######## block 1 ########
Block 1, sequential cells colored by netlist name:
Drawn at 4 px/um. Other sequential cells in the stronger gray, the rest of the logic in the fainter gray.
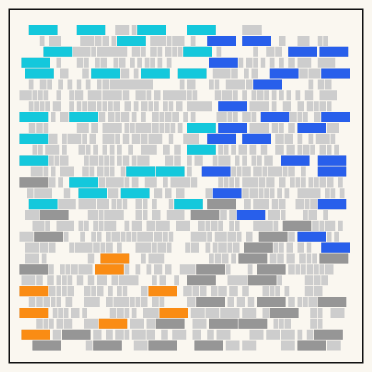
Block 1, gate-type map:
Drawn at 6 px/um.
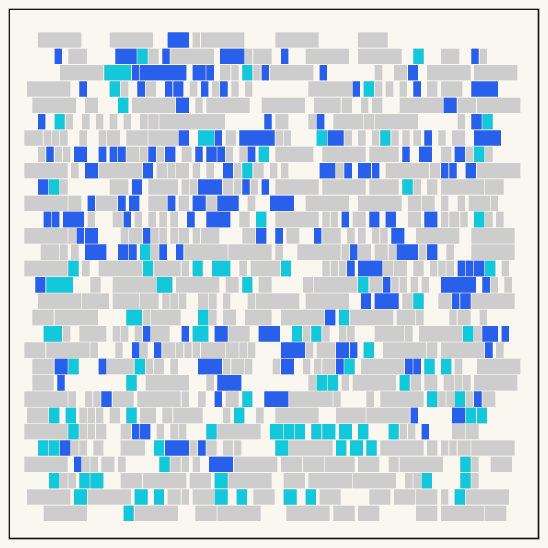
$ cat src/rtl/countdown_display_ctrl_pkg.sv
// Shared types and helpers for the MM:SS countdown display controller.
// Provides the controller state enum, the blank-digit code, the 2-digit BCD
// payload, the four-digit display payload and the digit mapping function.
package game_pkg;

  typedef enum logic [1:0] {IDLE, RUN, PAUSE, DONE} cd_state_t;

  localparam logic [3:0] DIGIT_BLANK = 4'hF;

  typedef struct packed {
    logic [3:0] t;
    logic [3:0] u;
  } bcd2_t;

  typedef struct packed {
    logic [3:0] mt;
    logic [3:0] mu;
    logic [3:0] st;
    logic [3:0] su;
  } disp4_t;

  // Binary 0..99 to two BCD digits (used for parameter-time reload values).
  function automatic bcd2_t to_bcd2(input int unsigned v);
    bcd2_t r;
    r.t = 4'(v / 32'd10);
    r.u = 4'(v % 32'd10);
    return r;
  endfunction

  // Live counter to displayed digits: leading minute-tens zero is blanked,
  // blank_all forces every digit dark (blink off phase).
  function automatic disp4_t map_display(input bcd2_t m, input bcd2_t s,
                                         input logic blank_all);
    disp4_t d;
    if (blank_all) begin
      d = {4{DIGIT_BLANK}};
    end else begin
      d.mt = (m.t == 4'd0) ? DIGIT_BLANK : m.t;
      d.mu = m.u;
      d.st = s.t;
      d.su = s.u;
    end
    return d;
  endfunction

endpackage

$ cat src/rtl/countdown_display_ctrl_if.sv
// Control/display bundle between the game logic and the countdown controller.
// master: drives start/pause/load/frame_start, observes digits and status.
// slave : the controller side.
interface countdown_display_ctrl_if;
  logic       start;
  logic       pause;
  logic       load;
  logic       frame_start;
  logic [3:0] dig_mt;
  logic [3:0] dig_mu;
  logic [3:0] dig_st;
  logic [3:0] dig_su;
  logic       running;
  logic       expired;

  modport master (
    output start, pause, load, frame_start,
    input  dig_mt, dig_mu, dig_st, dig_su, running, expired
  );

  modport slave (
    input  start, pause, load, frame_start,
    output dig_mt, dig_mu, dig_st, dig_su, running, expired
  );
endinterface

$ cat src/rtl/countdown_display_ctrl_bcd2_down.sv
// Two-digit BCD down-counter step (combinational).
// val_i    : current value
// dec_o    : value minus one, units wrap 0->9, tens wrap 0->TENS_MAX
// borrow_o : set when the value wrapped below 00
// zero_o   : current value is 00
module bcd2_down
  import game_pkg::*;
#(
  parameter int unsigned TENS_MAX = 5
) (
  input  bcd2_t val_i,
  output bcd2_t dec_o,
  output logic  borrow_o,
  output logic  zero_o
);

  always_comb begin
    dec_o    = val_i;
    borrow_o = 1'b0;
    if (val_i.u == 4'd0) begin
      dec_o.u = 4'd9;
      if (val_i.t == 4'd0) begin
        dec_o.t  = 4'(TENS_MAX);
        borrow_o = 1'b1;
      end else begin
        dec_o.t = val_i.t - 4'd1;
      end
    end else begin
      dec_o.u = val_i.u - 4'd1;
    end
  end

  assign zero_o = (val_i == '0);

endmodule

$ cat src/rtl/countdown_display_ctrl.sv
// MM:SS countdown controller with frame-synchronous digit latching.
// clk, rst : clock and synchronous active-high reset
// bus      : start/pause/load/frame_start in; four digit codes,
//            running and the one-cycle expired pulse out (all registered)
module countdown_display_ctrl
  import game_pkg::*;
#(
  parameter int unsigned TICK_DIV  = 25_000_000,
  parameter int unsigned INIT_MIN  = 2,
  parameter int unsigned INIT_SEC  = 0,
  parameter int unsigned BLINK_DIV = 12_500_000
) (
  input logic                     clk,
  input logic                     rst,
  countdown_display_ctrl_if.slave bus
);

  localparam int unsigned PW = $clog2(TICK_DIV);
  localparam int unsigned BW = $clog2(BLINK_DIV);
  localparam bcd2_t  INIT_M    = to_bcd2(INIT_MIN);
  localparam bcd2_t  INIT_S    = to_bcd2(INIT_SEC);
  localparam disp4_t DISP_INIT = map_display(INIT_M, INIT_S, 1'b0);

  cd_state_t   state_q, state_d;
  bcd2_t       min_q, min_d, sec_q, sec_d;
  logic [PW-1:0] presc_q, presc_d;
  logic [BW-1:0] blink_cnt_q, blink_cnt_d;
  logic        blink_on_q, blink_on_d;
  logic        running_q, running_d;
  logic        expired_q, expired_d;
  disp4_t      disp_q, disp_d;

  bcd2_t sec_dec, min_dec;
  logic  sec_borrow, min_borrow, sec_zero, min_zero;
  logic  tick_c, cnt_zero_c;
  disp4_t disp_c;

  bcd2_down #(.TENS_MAX(5)) u_sec (
    .val_i(sec_q), .dec_o(sec_dec), .borrow_o(sec_borrow), .zero_o(sec_zero)
  );

  bcd2_down #(.TENS_MAX(5)) u_min (
    .val_i(min_q), .dec_o(min_dec), .borrow_o(min_borrow), .zero_o(min_zero)
  );

  assign tick_c     = (presc_q == PW'(TICK_DIV - 1));
  assign cnt_zero_c = min_zero & sec_zero;

  // Next-state, counter, prescaler, blink and display-latch logic.
  always_comb begin
    state_d     = state_q;
    min_d       = min_q;
    sec_d       = sec_q;
    presc_d     = presc_q;
    blink_cnt_d = '0;
    blink_on_d  = 1'b1;
    expired_d   = 1'b0;
    disp_c      = map_display(min_q, sec_q, (state_q == DONE) && !blink_on_q);
    disp_d      = bus.frame_start ? disp_c : disp_q;

    if (bus.load) begin
      state_d = IDLE;
      min_d   = INIT_M;
      sec_d   = INIT_S;
      presc_d = '0;
    end else begin
      case (state_q)
        IDLE: begin
          presc_d = '0;
          if (bus.start && !bus.pause) begin
            if (cnt_zero_c) begin
              state_d   = DONE;
              expired_d = 1'b1;
            end else begin
              state_d = RUN;
            end
          end
        end
        RUN: begin
          if (bus.pause) begin
            state_d = PAUSE;
          end else if (tick_c) begin
            presc_d = '0;
            if (!cnt_zero_c) begin
              sec_d = sec_dec;
              // Minutes only borrow from seconds and never wrap below 00.
              if (sec_borrow && !min_borrow) min_d = min_dec;
              if (min_zero && (sec_dec == '0)) begin
                state_d   = DONE;
                expired_d = 1'b1;
              end
            end
          end else begin
            presc_d = presc_q + PW'(1);
          end
        end
        PAUSE: begin
          if (bus.start && !bus.pause) state_d = RUN;
        end
        DONE: begin
          presc_d = '0;
          if (blink_cnt_q == BW'(BLINK_DIV - 1)) begin
            blink_cnt_d = '0;
            blink_on_d  = !blink_on_q;
          end else begin
            blink_cnt_d = blink_cnt_q + BW'(1);
            blink_on_d  = blink_on_q;
          end
        end
        default: state_d = IDLE;
      endcase
    end

    running_d = (state_d == RUN);
  end

  // State and output registers.
  always_ff @(posedge clk) begin
    if (rst) begin
      state_q     <= IDLE;
      min_q       <= INIT_M;
      sec_q       <= INIT_S;
      presc_q     <= '0;
      blink_cnt_q <= '0;
      blink_on_q  <= 1'b1;
      running_q   <= 1'b0;
      expired_q   <= 1'b0;
      disp_q      <= DISP_INIT;
    end else begin
      state_q     <= state_d;
      min_q       <= min_d;
      sec_q       <= sec_d;
      presc_q     <= presc_d;
      blink_cnt_q <= blink_cnt_d;
      blink_on_q  <= blink_on_d;
      running_q   <= running_d;
      expired_q   <= expired_d;
      disp_q      <= disp_d;
    end
  end

  assign bus.dig_mt  = disp_q.mt;
  assign bus.dig_mu  = disp_q.mu;
  assign bus.dig_st  = disp_q.st;
  assign bus.dig_su  = disp_q.su;
  assign bus.running = running_q;
  assign bus.expired = expired_q;

endmodule
$ cat src/flat_wrapper.sv
// flat-port wrapper written by rule: the top's interface ports become plain ports
module countdown_display_ctrl_flat import game_pkg::*;
#(
  parameter int unsigned TICK_DIV  = 25_000_000,
  parameter int unsigned INIT_MIN  = 2,
  parameter int unsigned INIT_SEC  = 0,
  parameter int unsigned BLINK_DIV = 12_500_000
)
  (clk, rst, bus_start, bus_pause, bus_load, bus_frame_start, bus_dig_mt, bus_dig_mu, bus_dig_st, bus_dig_su, bus_running, bus_expired);
  countdown_display_ctrl_if bus_i ();
  input logic clk;
  input logic rst;
  input wire logic [$bits(bus_i.start)-1:0] bus_start;
  input wire logic [$bits(bus_i.pause)-1:0] bus_pause;
  input wire logic [$bits(bus_i.load)-1:0] bus_load;
  input wire logic [$bits(bus_i.frame_start)-1:0] bus_frame_start;
  output wire logic [$bits(bus_i.dig_mt)-1:0] bus_dig_mt;
  output wire logic [$bits(bus_i.dig_mu)-1:0] bus_dig_mu;
  output wire logic [$bits(bus_i.dig_st)-1:0] bus_dig_st;
  output wire logic [$bits(bus_i.dig_su)-1:0] bus_dig_su;
  output wire logic [$bits(bus_i.running)-1:0] bus_running;
  output wire logic [$bits(bus_i.expired)-1:0] bus_expired;
  assign bus_i.start = bus_start;
  assign bus_i.pause = bus_pause;
  assign bus_i.load = bus_load;
  assign bus_i.frame_start = bus_frame_start;
  assign bus_dig_mt = bus_i.dig_mt;
  assign bus_dig_mu = bus_i.dig_mu;
  assign bus_dig_st = bus_i.dig_st;
  assign bus_dig_su = bus_i.dig_su;
  assign bus_running = bus_i.running;
  assign bus_expired = bus_i.expired;
  countdown_display_ctrl #(.TICK_DIV(TICK_DIV), .INIT_MIN(INIT_MIN), .INIT_SEC(INIT_SEC), .BLINK_DIV(BLINK_DIV)) u_core (.clk(clk), .rst(rst), .bus(bus_i));
endmodule
$ cat config.mk
export PLATFORM = sky130hd
export DESIGN_NAME = countdown_display_ctrl_flat
export DESIGN_NICKNAME = d
export VERILOG_FILES = /design/src/rtl/countdown_display_ctrl_pkg.sv /design/src/rtl/countdown_display_ctrl_if.sv /design/src/rtl/countdown_display_ctrl_bcd2_down.sv /design/src/rtl/countdown_display_ctrl.sv /design/src/flat_wrapper.sv
export SDC_FILE = /design/constraint.sdc
export NUM_CORES = 1
export LEC_CHECK = 0
export ABC_AREA = 1
export ABC_CLOCK_PERIOD_IN_PS = 5000
export CAP_MARGIN = 20
export CORE_MARGIN = 2
export CORE_UTILIZATION = 65
export CTS_BUF_LIST = sky130_fd_sc_hd__clkbuf_2 sky130_fd_sc_hd__clkbuf_4 sky130_fd_sc_hd__clkbuf_8
export DETAILED_ROUTE_END_ITERATION = 12
export HOLD_SLACK_MARGIN = 0.05
export PLACE_DENSITY_LB_ADDON = 0.1
export SYNTH_ARGS = -nofsm -noshare
export SYNTH_HDL_FRONTEND = slang
export SYNTH_SLANG_ARGS = --single-unit
$ cat constraint.sdc
create_clock -name clk -period 5 [get_ports clk]
set_input_delay 0.5 -clock clk [delete_from_list [all_inputs] [get_ports clk]]
set_output_delay 0.5 -clock clk [all_outputs]
set_load 0.01 [all_outputs]
==> notes.md <==
Figures from the implementation reports.

- The register with the most flip-flops in the final layout is u_core.presc_q.
- Entering global routing, the biggest net connects 32 pins.
- The vertical extent of the die is 88.0 um.
- The number of clock buffers in the layout reads 12.
- Per the detailed-route log, wirelength across all metal layers totals 10000 um.
- The peak supply drop reads 163 uV.
- The arrival time of data at the critical path endpoint is 2600 ps.
- The area occupied by multi-input gates reads 2450 sq um.
- The fraction of final cell area spent on non-clock buffers in this run is 4.52%.
- The startpoint kind of the worst setup timing path is a flip-flop.
- The flip-flop count of the largest register after layout reads 25.
- The worst setup path is captured at a flip-flop.
- In the layout the commonest cells are sky130_fd_sc_hd__nand2_1, sky130_fd_sc_hd__dfxtp_1, sky130_fd_sc_hd__inv_1, sky130_fd_sc_hd__nor2_1, sky130_fd_sc_hd__nand3_1.
- The synthesized netlist occupies a cell area of 4580 sq um.
- According to the timing report, the critical path is launched from u_core.state_q[0].
- The tally of OpenROAD warnings is 30.
- The final timing summary puts the cycle share of the worst path at 47.7%.
- The post-detailed-route via-to-cell ratio is 5.54.
- The worst-case headroom to the max-slew limit reads 40.3%.
- The number of nets in the synthesized netlist reads 649.
- The number of levels the H-tree was split into reads 3.
- Static timing analysis puts the maximum clock frequency at 0.420 GHz.
- Before placement the cells fill 67.5% of the core.
- The synthesized design spends more area on one cell type than any other, namely sky130_fd_sc_hd__dfxtp_1.
- The routability congestion estimate is 0.888.
- Per the post-synthesis report, the number of cells in the design is 636.
- By count the netlist is led by sky130_fd_sc_hd__nand2_1, sky130_fd_sc_hd__dfxtp_1, sky130_fd_sc_hd__inv_1, sky130_fd_sc_hd__nor2_1, sky130_fd_sc_hd__nand3_1.
- The count of TritonRoute iterations in the first routing pass reads 5.
- In the post-synthesis netlist, the cell with the most instances is sky130_fd_sc_hd__nand2_1.
- The final global-route overflow total is 0.
- After synthesis, the chip area reported by Yosys is 4580 sq um.
- The average cell area after synthesis reads 7.21 sq um.
- The setup check on the worst reg-to-reg path leaves a slack of 2620 ps.
- The capture point of the worst path is u_core.presc_q[18].
- The report gives the cell count of the worst hold path as 1.
- The dominant kind of cell by area is combinational gates.
- The share of the final layout cell area in sequential cells reads 33.8%.
- Yosys mapped a number of flops with a built-in enable equal to 0.
- The die outline area is 7740 sq um.
- The cell area power density is 249 nW/um^2.
- The critical path class reads reg2reg.
- The unique cell type count in the Yosys netlist is 42.
- The placement report lists the number of port buffers as 23.
- The flow ran to the end, and the final reports show no timing, DRC or antenna violations.
- The number of sinks on the clock net is 86.
- The final count of negative-setup-slack endpoints reads 0.
- The number of nets in the final layout reads 672.
- Per the synth log, the flip-flop and latch total comes to 86.
- The number of combinational gates with multiple inputs reads 447.
- The worst flop-to-flop path endpoint reads u_core.presc_q[18].
- In the routed design, unresolved DRC markers number 0.
- The number of non-clock inverters is 92.
- The tightest min-delay check is of the reg2reg type.
- In this run the horizontal extent of the chip is 88.0 um.
## Picture notes: 'sequential cells colored by netlist name' of block 1
[blue] `u_core.blink_cnt_q` | flops: 24
[cyan] `u_core.presc_q` | flops: 25
[orange] `u_core.sec_q` | flops: 8

## Picture notes: 'gate-type map' of block 1
[blue] NOR gates | cells: 145
[cyan] inverting AOI/OAI gates | cells: 92 | where: all over the die
Comb area share: 48.2%
Layout Cells excl Fill: 760
highest-count logic cell in the final layout: sky130_fd_sc_hd__nand2_1

==> per-layer routing <==
layer | vias up | part of all wire, % | track usage [%]
met4 | 0 | 2.0 | 10.3
met1 | 1952 | 46 | 36.3
li1 | 2141 | - | -
met2 | 102 | 48 | 46.3
met3 | 18 | 4.5 | 3.49
met5 | - | 0 | 0
==> worst max-delay path, stage by stage (launching register included) <==
cell and delay (ps):
sky130_fd_sc_hd__dfxtp_1 460, sky130_fd_sc_hd__inv_1 120, sky130_fd_sc_hd__ha_1 380, sky130_fd_sc_hd__o21ai_2 440, sky130_fd_sc_hd__nand2_1 100, sky130_fd_sc_hd__nand2_1 620
sky130_fd_sc_hd__nor3_1 130
==> cells by family after synthesis <==
family | after synthesis | synth area share (%)
AND-OR/OR-AND | 92 | 11.1
XOR/XNOR | 13 | 2.48
adder cells (fa/ha/maj) | 7 | 1.91
buffers and inverters | 103 | 8.93
flip-flops | 86 | 37.6
AND/OR/NAND/NOR | 335 | 38.1
==> where the power goes <==
part	switching [uW]	total (uW)	internal [uW]
clock network	249	523	274
registers	3.60	693	690
logic	32.3	52.6	20.2

######## block 2 ########
Block 2, sequential cells colored by netlist name:
Drawn at 4 px/um. Other sequential cells in the stronger gray, the rest of the logic in the fainter gray.
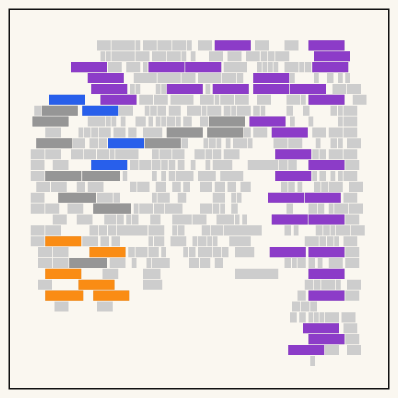
Block 2, I/O nets highlighted:
Drawn at 4 px/um.
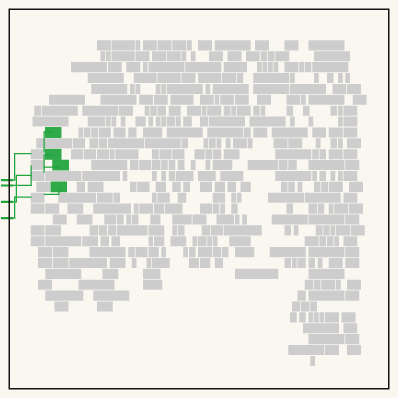
--- config.mk ---
export PLATFORM = sky130hd
export DESIGN_NAME = data_bus_resizer
export DESIGN_NICKNAME = d
export VERILOG_FILES = /design/src/rtl/dbr_pkg.sv /design/src/rtl/dbr_beat_planner.sv /design/src/rtl/data_bus_resizer.sv
export SDC_FILE = /design/constraint.sdc
export NUM_CORES = 1
export LEC_CHECK = 0
export CORE_MARGIN = 5
export CORE_UTILIZATION = 45
export CTS_CLUSTER_DIAMETER = 80
export DETAILED_ROUTE_END_ITERATION = 10
export HOLD_SLACK_MARGIN = 0.02
export PLACE_DENSITY = 0.94
export SKIP_CTS_REPAIR_TIMING = 1
export SYNTH_ARGS = -nofsm -noshare
export SYNTH_HDL_FRONTEND = slang
export SYNTH_SLANG_ARGS = --single-unit
--- constraint.sdc ---
create_clock -name CLK -period 8.9 [get_ports CLK]
set_input_delay 0.89 -clock CLK [delete_from_list [all_inputs] [get_ports CLK]]
set_output_delay 0.89 -clock CLK [all_outputs]
set_load 0.005 [all_outputs]
--- src/rtl/dbr_pkg.sv ---
// Shared types and constants for data_bus_resizer: FSM states, memory-width
// encodings and the lane-group masks used to split an access into beats.
package dbr_pkg;

    typedef enum logic [1:0] {
        ST_IDLE,
        ST_BEAT,
        ST_DONE
    } state_e;

    typedef enum logic [1:0] {
        DW_8,
        DW_16,
        DW_32
    } dw_e;

    localparam logic [5:0] DW_ENC_8  = 6'd8;
    localparam logic [5:0] DW_ENC_16 = 6'd16;
    localparam logic [5:0] DW_ENC_32 = 6'd32;

    localparam logic [3:0] GRP_W32    = 4'b1111;
    localparam logic [3:0] GRP_W16_LO = 4'b0011;
    localparam logic [3:0] GRP_W16_HI = 4'b1100;
    localparam logic [3:0] GRP_W8_L0  = 4'b0001;

    // Unsupported width codes fall back to a full 32-bit memory.
    function automatic dw_e dw_decode(input logic [5:0] dw);
        case (dw)
            DW_ENC_8:  return DW_8;
            DW_ENC_16: return DW_16;
            default:   return DW_32;
        endcase
    endfunction

    // Lanes covered by group g at width w; groups beyond the last one are empty.
    function automatic logic [3:0] group_mask(input dw_e w, input logic [1:0] g);
        logic [3:0] m;
        m = 4'b0000;
        case (w)
            DW_8:    m = GRP_W8_L0 << g;
            DW_16: begin
                if (g == 2'd0)      m = GRP_W16_LO;
                else if (g == 2'd1) m = GRP_W16_HI;
            end
            default: if (g == 2'd0) m = GRP_W32;
        endcase
        return m;
    endfunction

    function automatic logic [31:0] lane_expand(input logic [3:0] m);
        return {{8{m[3]}}, {8{m[2]}}, {8{m[1]}}, {8{m[0]}}};
    endfunction

endpackage

--- src/rtl/dbr_beat_planner.sv ---
// Combinational beat planner: for beat number beat_idx of an access, returns
// the enabled lanes serviced by that beat and whether it is the final beat.
module dbr_beat_planner
    import dbr_pkg::*;
(
    input  logic [3:0] ben,
    input  logic [5:0] dw,
    input  logic [1:0] beat_idx,
    output logic [3:0] lane_mask,
    output logic       last
);

    logic [3:0] en;
    dw_e        width;

    assign en    = ~ben;
    assign width = dw_decode(dw);

    // Beat k is the k-th group, in ascending lane order, that has an enabled lane.
    always_comb begin
        logic [2:0] n_active;
        logic [3:0] gm;
        lane_mask = 4'b0000;
        n_active  = 3'd0;
        gm        = 4'b0000;
        for (int g = 0; g < 4; g++) begin
            gm = group_mask(width, 2'(g)) & en;
            if (gm != 4'b0000) begin
                if (n_active == {1'b0, beat_idx}) lane_mask = gm;
                n_active = n_active + 3'd1;
            end
        end
        last = (n_active == {1'b0, beat_idx} + 3'd1);
    end

endmodule

--- src/rtl/data_bus_resizer.sv ---
// Adapts a 32-bit controller access to an 8/16/32-bit memory by issuing one
// wait-stated beat per enabled lane group. Define DBR_SZRQ_EN to use sizing requests.
module data_bus_resizer
    import dbr_pkg::*;
#(
    parameter int WS_W = 4
) (
    input  logic            CLK,
    input  logic            RESn,
    input  logic            CE,
    input  logic [WS_W-1:0] WS,
    input  logic [5:0]      DW,
    input  logic            CTLR_DAn,
    input  logic [3:0]      CTLR_BEn,
    output logic            CTLR_READYn,
    output logic            CTLR_SZRQn,
    output logic [31:0]     CTLR_DI,
    input  logic [31:0]     CTLR_DO,
    output logic            MEM_nCE,
    output logic [31:0]     MEM_DI,
    input  logic [31:0]     MEM_DO
);

    state_e          state;
    state_e          state_nxt;
    logic [3:0]      ben_q;
    logic [5:0]      dw_q;
    logic [WS_W-1:0] ws_q;
    logic [WS_W-1:0] wait_cnt;
    logic [1:0]      beat_cnt;
    logic [31:0]     hold;
    logic [3:0]      lane_mask;
    logic            plan_last;
    logic            last_beat;
    logic            accept;
    logic            beat_end;

    dbr_beat_planner u_planner (
        .ben      (ben_q),
        .dw       (dw_q),
        .beat_idx (beat_cnt),
        .lane_mask(lane_mask),
        .last     (plan_last)
    );

    assign accept   = (state == ST_IDLE) && !CTLR_DAn;
    assign beat_end = (state == ST_BEAT) && (wait_cnt == ws_q);

`ifdef DBR_SZRQ_EN
    logic split_q;
    logic split_req;

    // A 16-bit access stops after its lowest halfword; the controller reissues the upper half.
    assign split_req = (dw_decode(DW) == DW_16) && (CTLR_BEn[1:0] != 2'b11)
                       && (CTLR_BEn[3:2] != 2'b11);
    assign last_beat = plan_last || (dw_decode(dw_q) == DW_16);

    always_ff @(posedge CLK or negedge RESn) begin
        if (!RESn)            split_q <= 1'b0;
        else if (CE && accept) split_q <= split_req;
    end
`else
    assign last_beat = plan_last;
`endif

    // NOTE: registers use non-blocking assignments so every flop samples pre-edge values.
    always_ff @(posedge CLK or negedge RESn) begin
        if (!RESn)   state <= ST_IDLE;
        else if (CE) state <= state_nxt;
    end

    always_comb begin
        state_nxt = state;
        case (state)
            ST_IDLE: if (!CTLR_DAn) state_nxt = (CTLR_BEn == 4'b1111) ? ST_DONE : ST_BEAT;
            ST_BEAT: if (beat_end && last_beat) state_nxt = ST_DONE;
            ST_DONE: state_nxt = ST_IDLE;
            default: state_nxt = ST_IDLE;
        endcase
    end

    // The beat plan and wait count are latched at acceptance; later input changes are ignored.
    always_ff @(posedge CLK or negedge RESn) begin
        if (!RESn) begin
            ben_q    <= 4'b1111;
            dw_q     <= DW_ENC_32;
            ws_q     <= '0;
            wait_cnt <= '0;
            beat_cnt <= 2'd0;
            hold     <= 32'h0;
        end else if (CE) begin
            if (accept) begin
                ben_q    <= CTLR_BEn;
                dw_q     <= DW;
                ws_q     <= WS;
                wait_cnt <= '0;
                beat_cnt <= 2'd0;
                hold     <= 32'h0;
            end else if (state == ST_BEAT) begin
                if (beat_end) begin
                    hold     <= hold | (MEM_DO & lane_expand(lane_mask));
                    wait_cnt <= '0;
                    beat_cnt <= beat_cnt + 2'd1;
                end else begin
                    wait_cnt <= wait_cnt + WS_W'(1);
                end
            end
        end
    end

    // NOTE: every output gets a default first so no path leaves one unassigned (no latch).
    always_comb begin
        MEM_nCE     = 1'b1;
        CTLR_READYn = 1'b1;
        CTLR_SZRQn  = 1'b1;
        case (state)
            ST_BEAT: MEM_nCE = 1'b0;
            ST_DONE: begin
                CTLR_READYn = 1'b0;
`ifdef DBR_SZRQ_EN
                CTLR_SZRQn  = !split_q;
`endif
            end
            default: ;
        endcase
    end

    assign CTLR_DI = hold;
    assign MEM_DI  = CTLR_DO;

endmodule

==> notes.md <==
Figures from the implementation reports.

- Per the layout report, the design carries 578 filler cells.
- From synthesis to final layout, the design area changed by 23.7%.
- The clock tree cell share of total cell area reads 2.80%.
- The sequential cell fraction of total power is 38.4%.
- The non-clock buffer area fraction after layout is 20.8%.
- The core area reads 6870 sq um.
- The vertical extent of the die reads 94.5 um.
- The number of violations reported at the end of detailed-routing iteration 0 is 146.
- After detailed routing, the wire length on met1 is 3020 um.
- The transition time recorded at the tightest slew-check pin is 1150 ps.
- The final routed wirelength across all metal layers reads 7640 um.
- The top-level I/O count reads 149.
- VDD sags by at most 155 uV.
- The minimum period implied by the final worst setup slack reads 3740 ps.
- Per the cell usage report, the commonest logic cell in the layout is sky130_fd_sc_hd__clkdlybuf4s50_1.
- Grouping stages by cell kind, the critical path spends the most delay in simple AND/OR/NAND/NOR gates.
- The initial antenna violation count is 0.
- The worst setup path is captured at a flip-flop.
- The commonest cells after synthesis are sky130_fd_sc_hd__nand2_1, sky130_fd_sc_hd__dfrtp_1, sky130_fd_sc_hd__buf_4, sky130_fd_sc_hd__o21ai_1.
- The logic depth of the worst setup path including buffers is 14.
- The number of global-route vias before repair came to 2478.
- The startpoint kind of the worst setup timing path is a flip-flop.
- The run finished with clean final reports.
- Looking at the power breakdown, combinational cells take 47.6% of the total.
- Setup repair after global routing left no endpoint under its margin.
- The leading cell type by number of instances after synthesis is sky130_fd_sc_hd__nand2_1.
- The proportion of total power due to net switching reads 38.6%.
- The most utilized layer in the global route result reads met2.
- sky130_fd_sc_hd__dfrtp_1 takes more of the synthesized area than any other cell.
- The post-detailed-route via-to-cell ratio is 5.42.
## Picture notes: 'sequential cells colored by netlist name' of block 2
[orange] `dw_q` | flops: 6
[purple] `CTLR_DI` | flops: 32
[blue] `wait_cnt` | flops: 4
not colored: 12
total area of sequential cells: 1360 sq um
Layout Utilization: 57.9%
proportion of cell area occupied by registers: 34.1%
reported sequential group power: 462 uW

## Picture notes: 'I/O nets highlighted' of block 2
[green] `WS` | bits: 4 | direction: input | edge: left | end cells: 4 | buffers: 4 | wire: 66.5 um

==> worst min-delay path, stage by stage (launching register included) <==
cell and delay, ps:
sky130_fd_sc_hd__dfrtp_1 350, sky130_fd_sc_hd__nand2_1 60, sky130_fd_sc_hd__o41ai_2 50
==> kinds of logic (layout without fill, tap and decap cells) <==
| kind of cell | Yosys count | in the layout | synth area share, % |
|---|---|---|---|
| buf+inv | 61 | 106 | 11.0 |
| other cells | 1 | 1 | 0.117 |
| fa+ha+maj | 6 | 6 | 2.33 |
| simple gates | 128 | 128 | 20.3 |
| mux | 19 | 19 | 6.61 |
| flops | 54 | 54 | 42.2 |
| compound gates | 54 | 54 | 13.7 |
| xor+xnor | 14 | 14 | 3.81 |
==> stage by stage <==
stage / std cells / area (sq um) / power [uW] / setup slack (ps) / hold WS [ps]
after floorplan: 337 / 3220 / 806 / 5450 / 473
after global placement: 470 / 3870 / 1020 / 5310 / 456
after detailed placement: 470 / 3870 / 1050 / 5200 / 470
after CTS: 478 / 3980 / 1210 / 5170 / 492
after global routing: 478 / 3980 / 1290 / 4740 / 515
final: 478 / 3980 / 1200 / 5160 / 491


## Gallery

Placement density heat map.
Drawn at 3 px/um. The die is cut into 9 by 9 equal tiles; dark purple is low, yellow is high, 0 to 100% covered.
shot_01.png
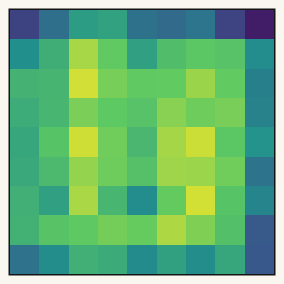
shot_02.png
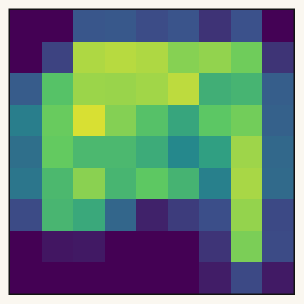
Of these, highest utilization: shot_01.png
shot_02.png -> block 2
shot_01.png -> block 1

Key to shot_02.png:
nearly empty tiles: 17%
mean over tiles: 43%
fullest tile: 94%

Power figures rest on the tool's default switching activity, not on a simulated workload.
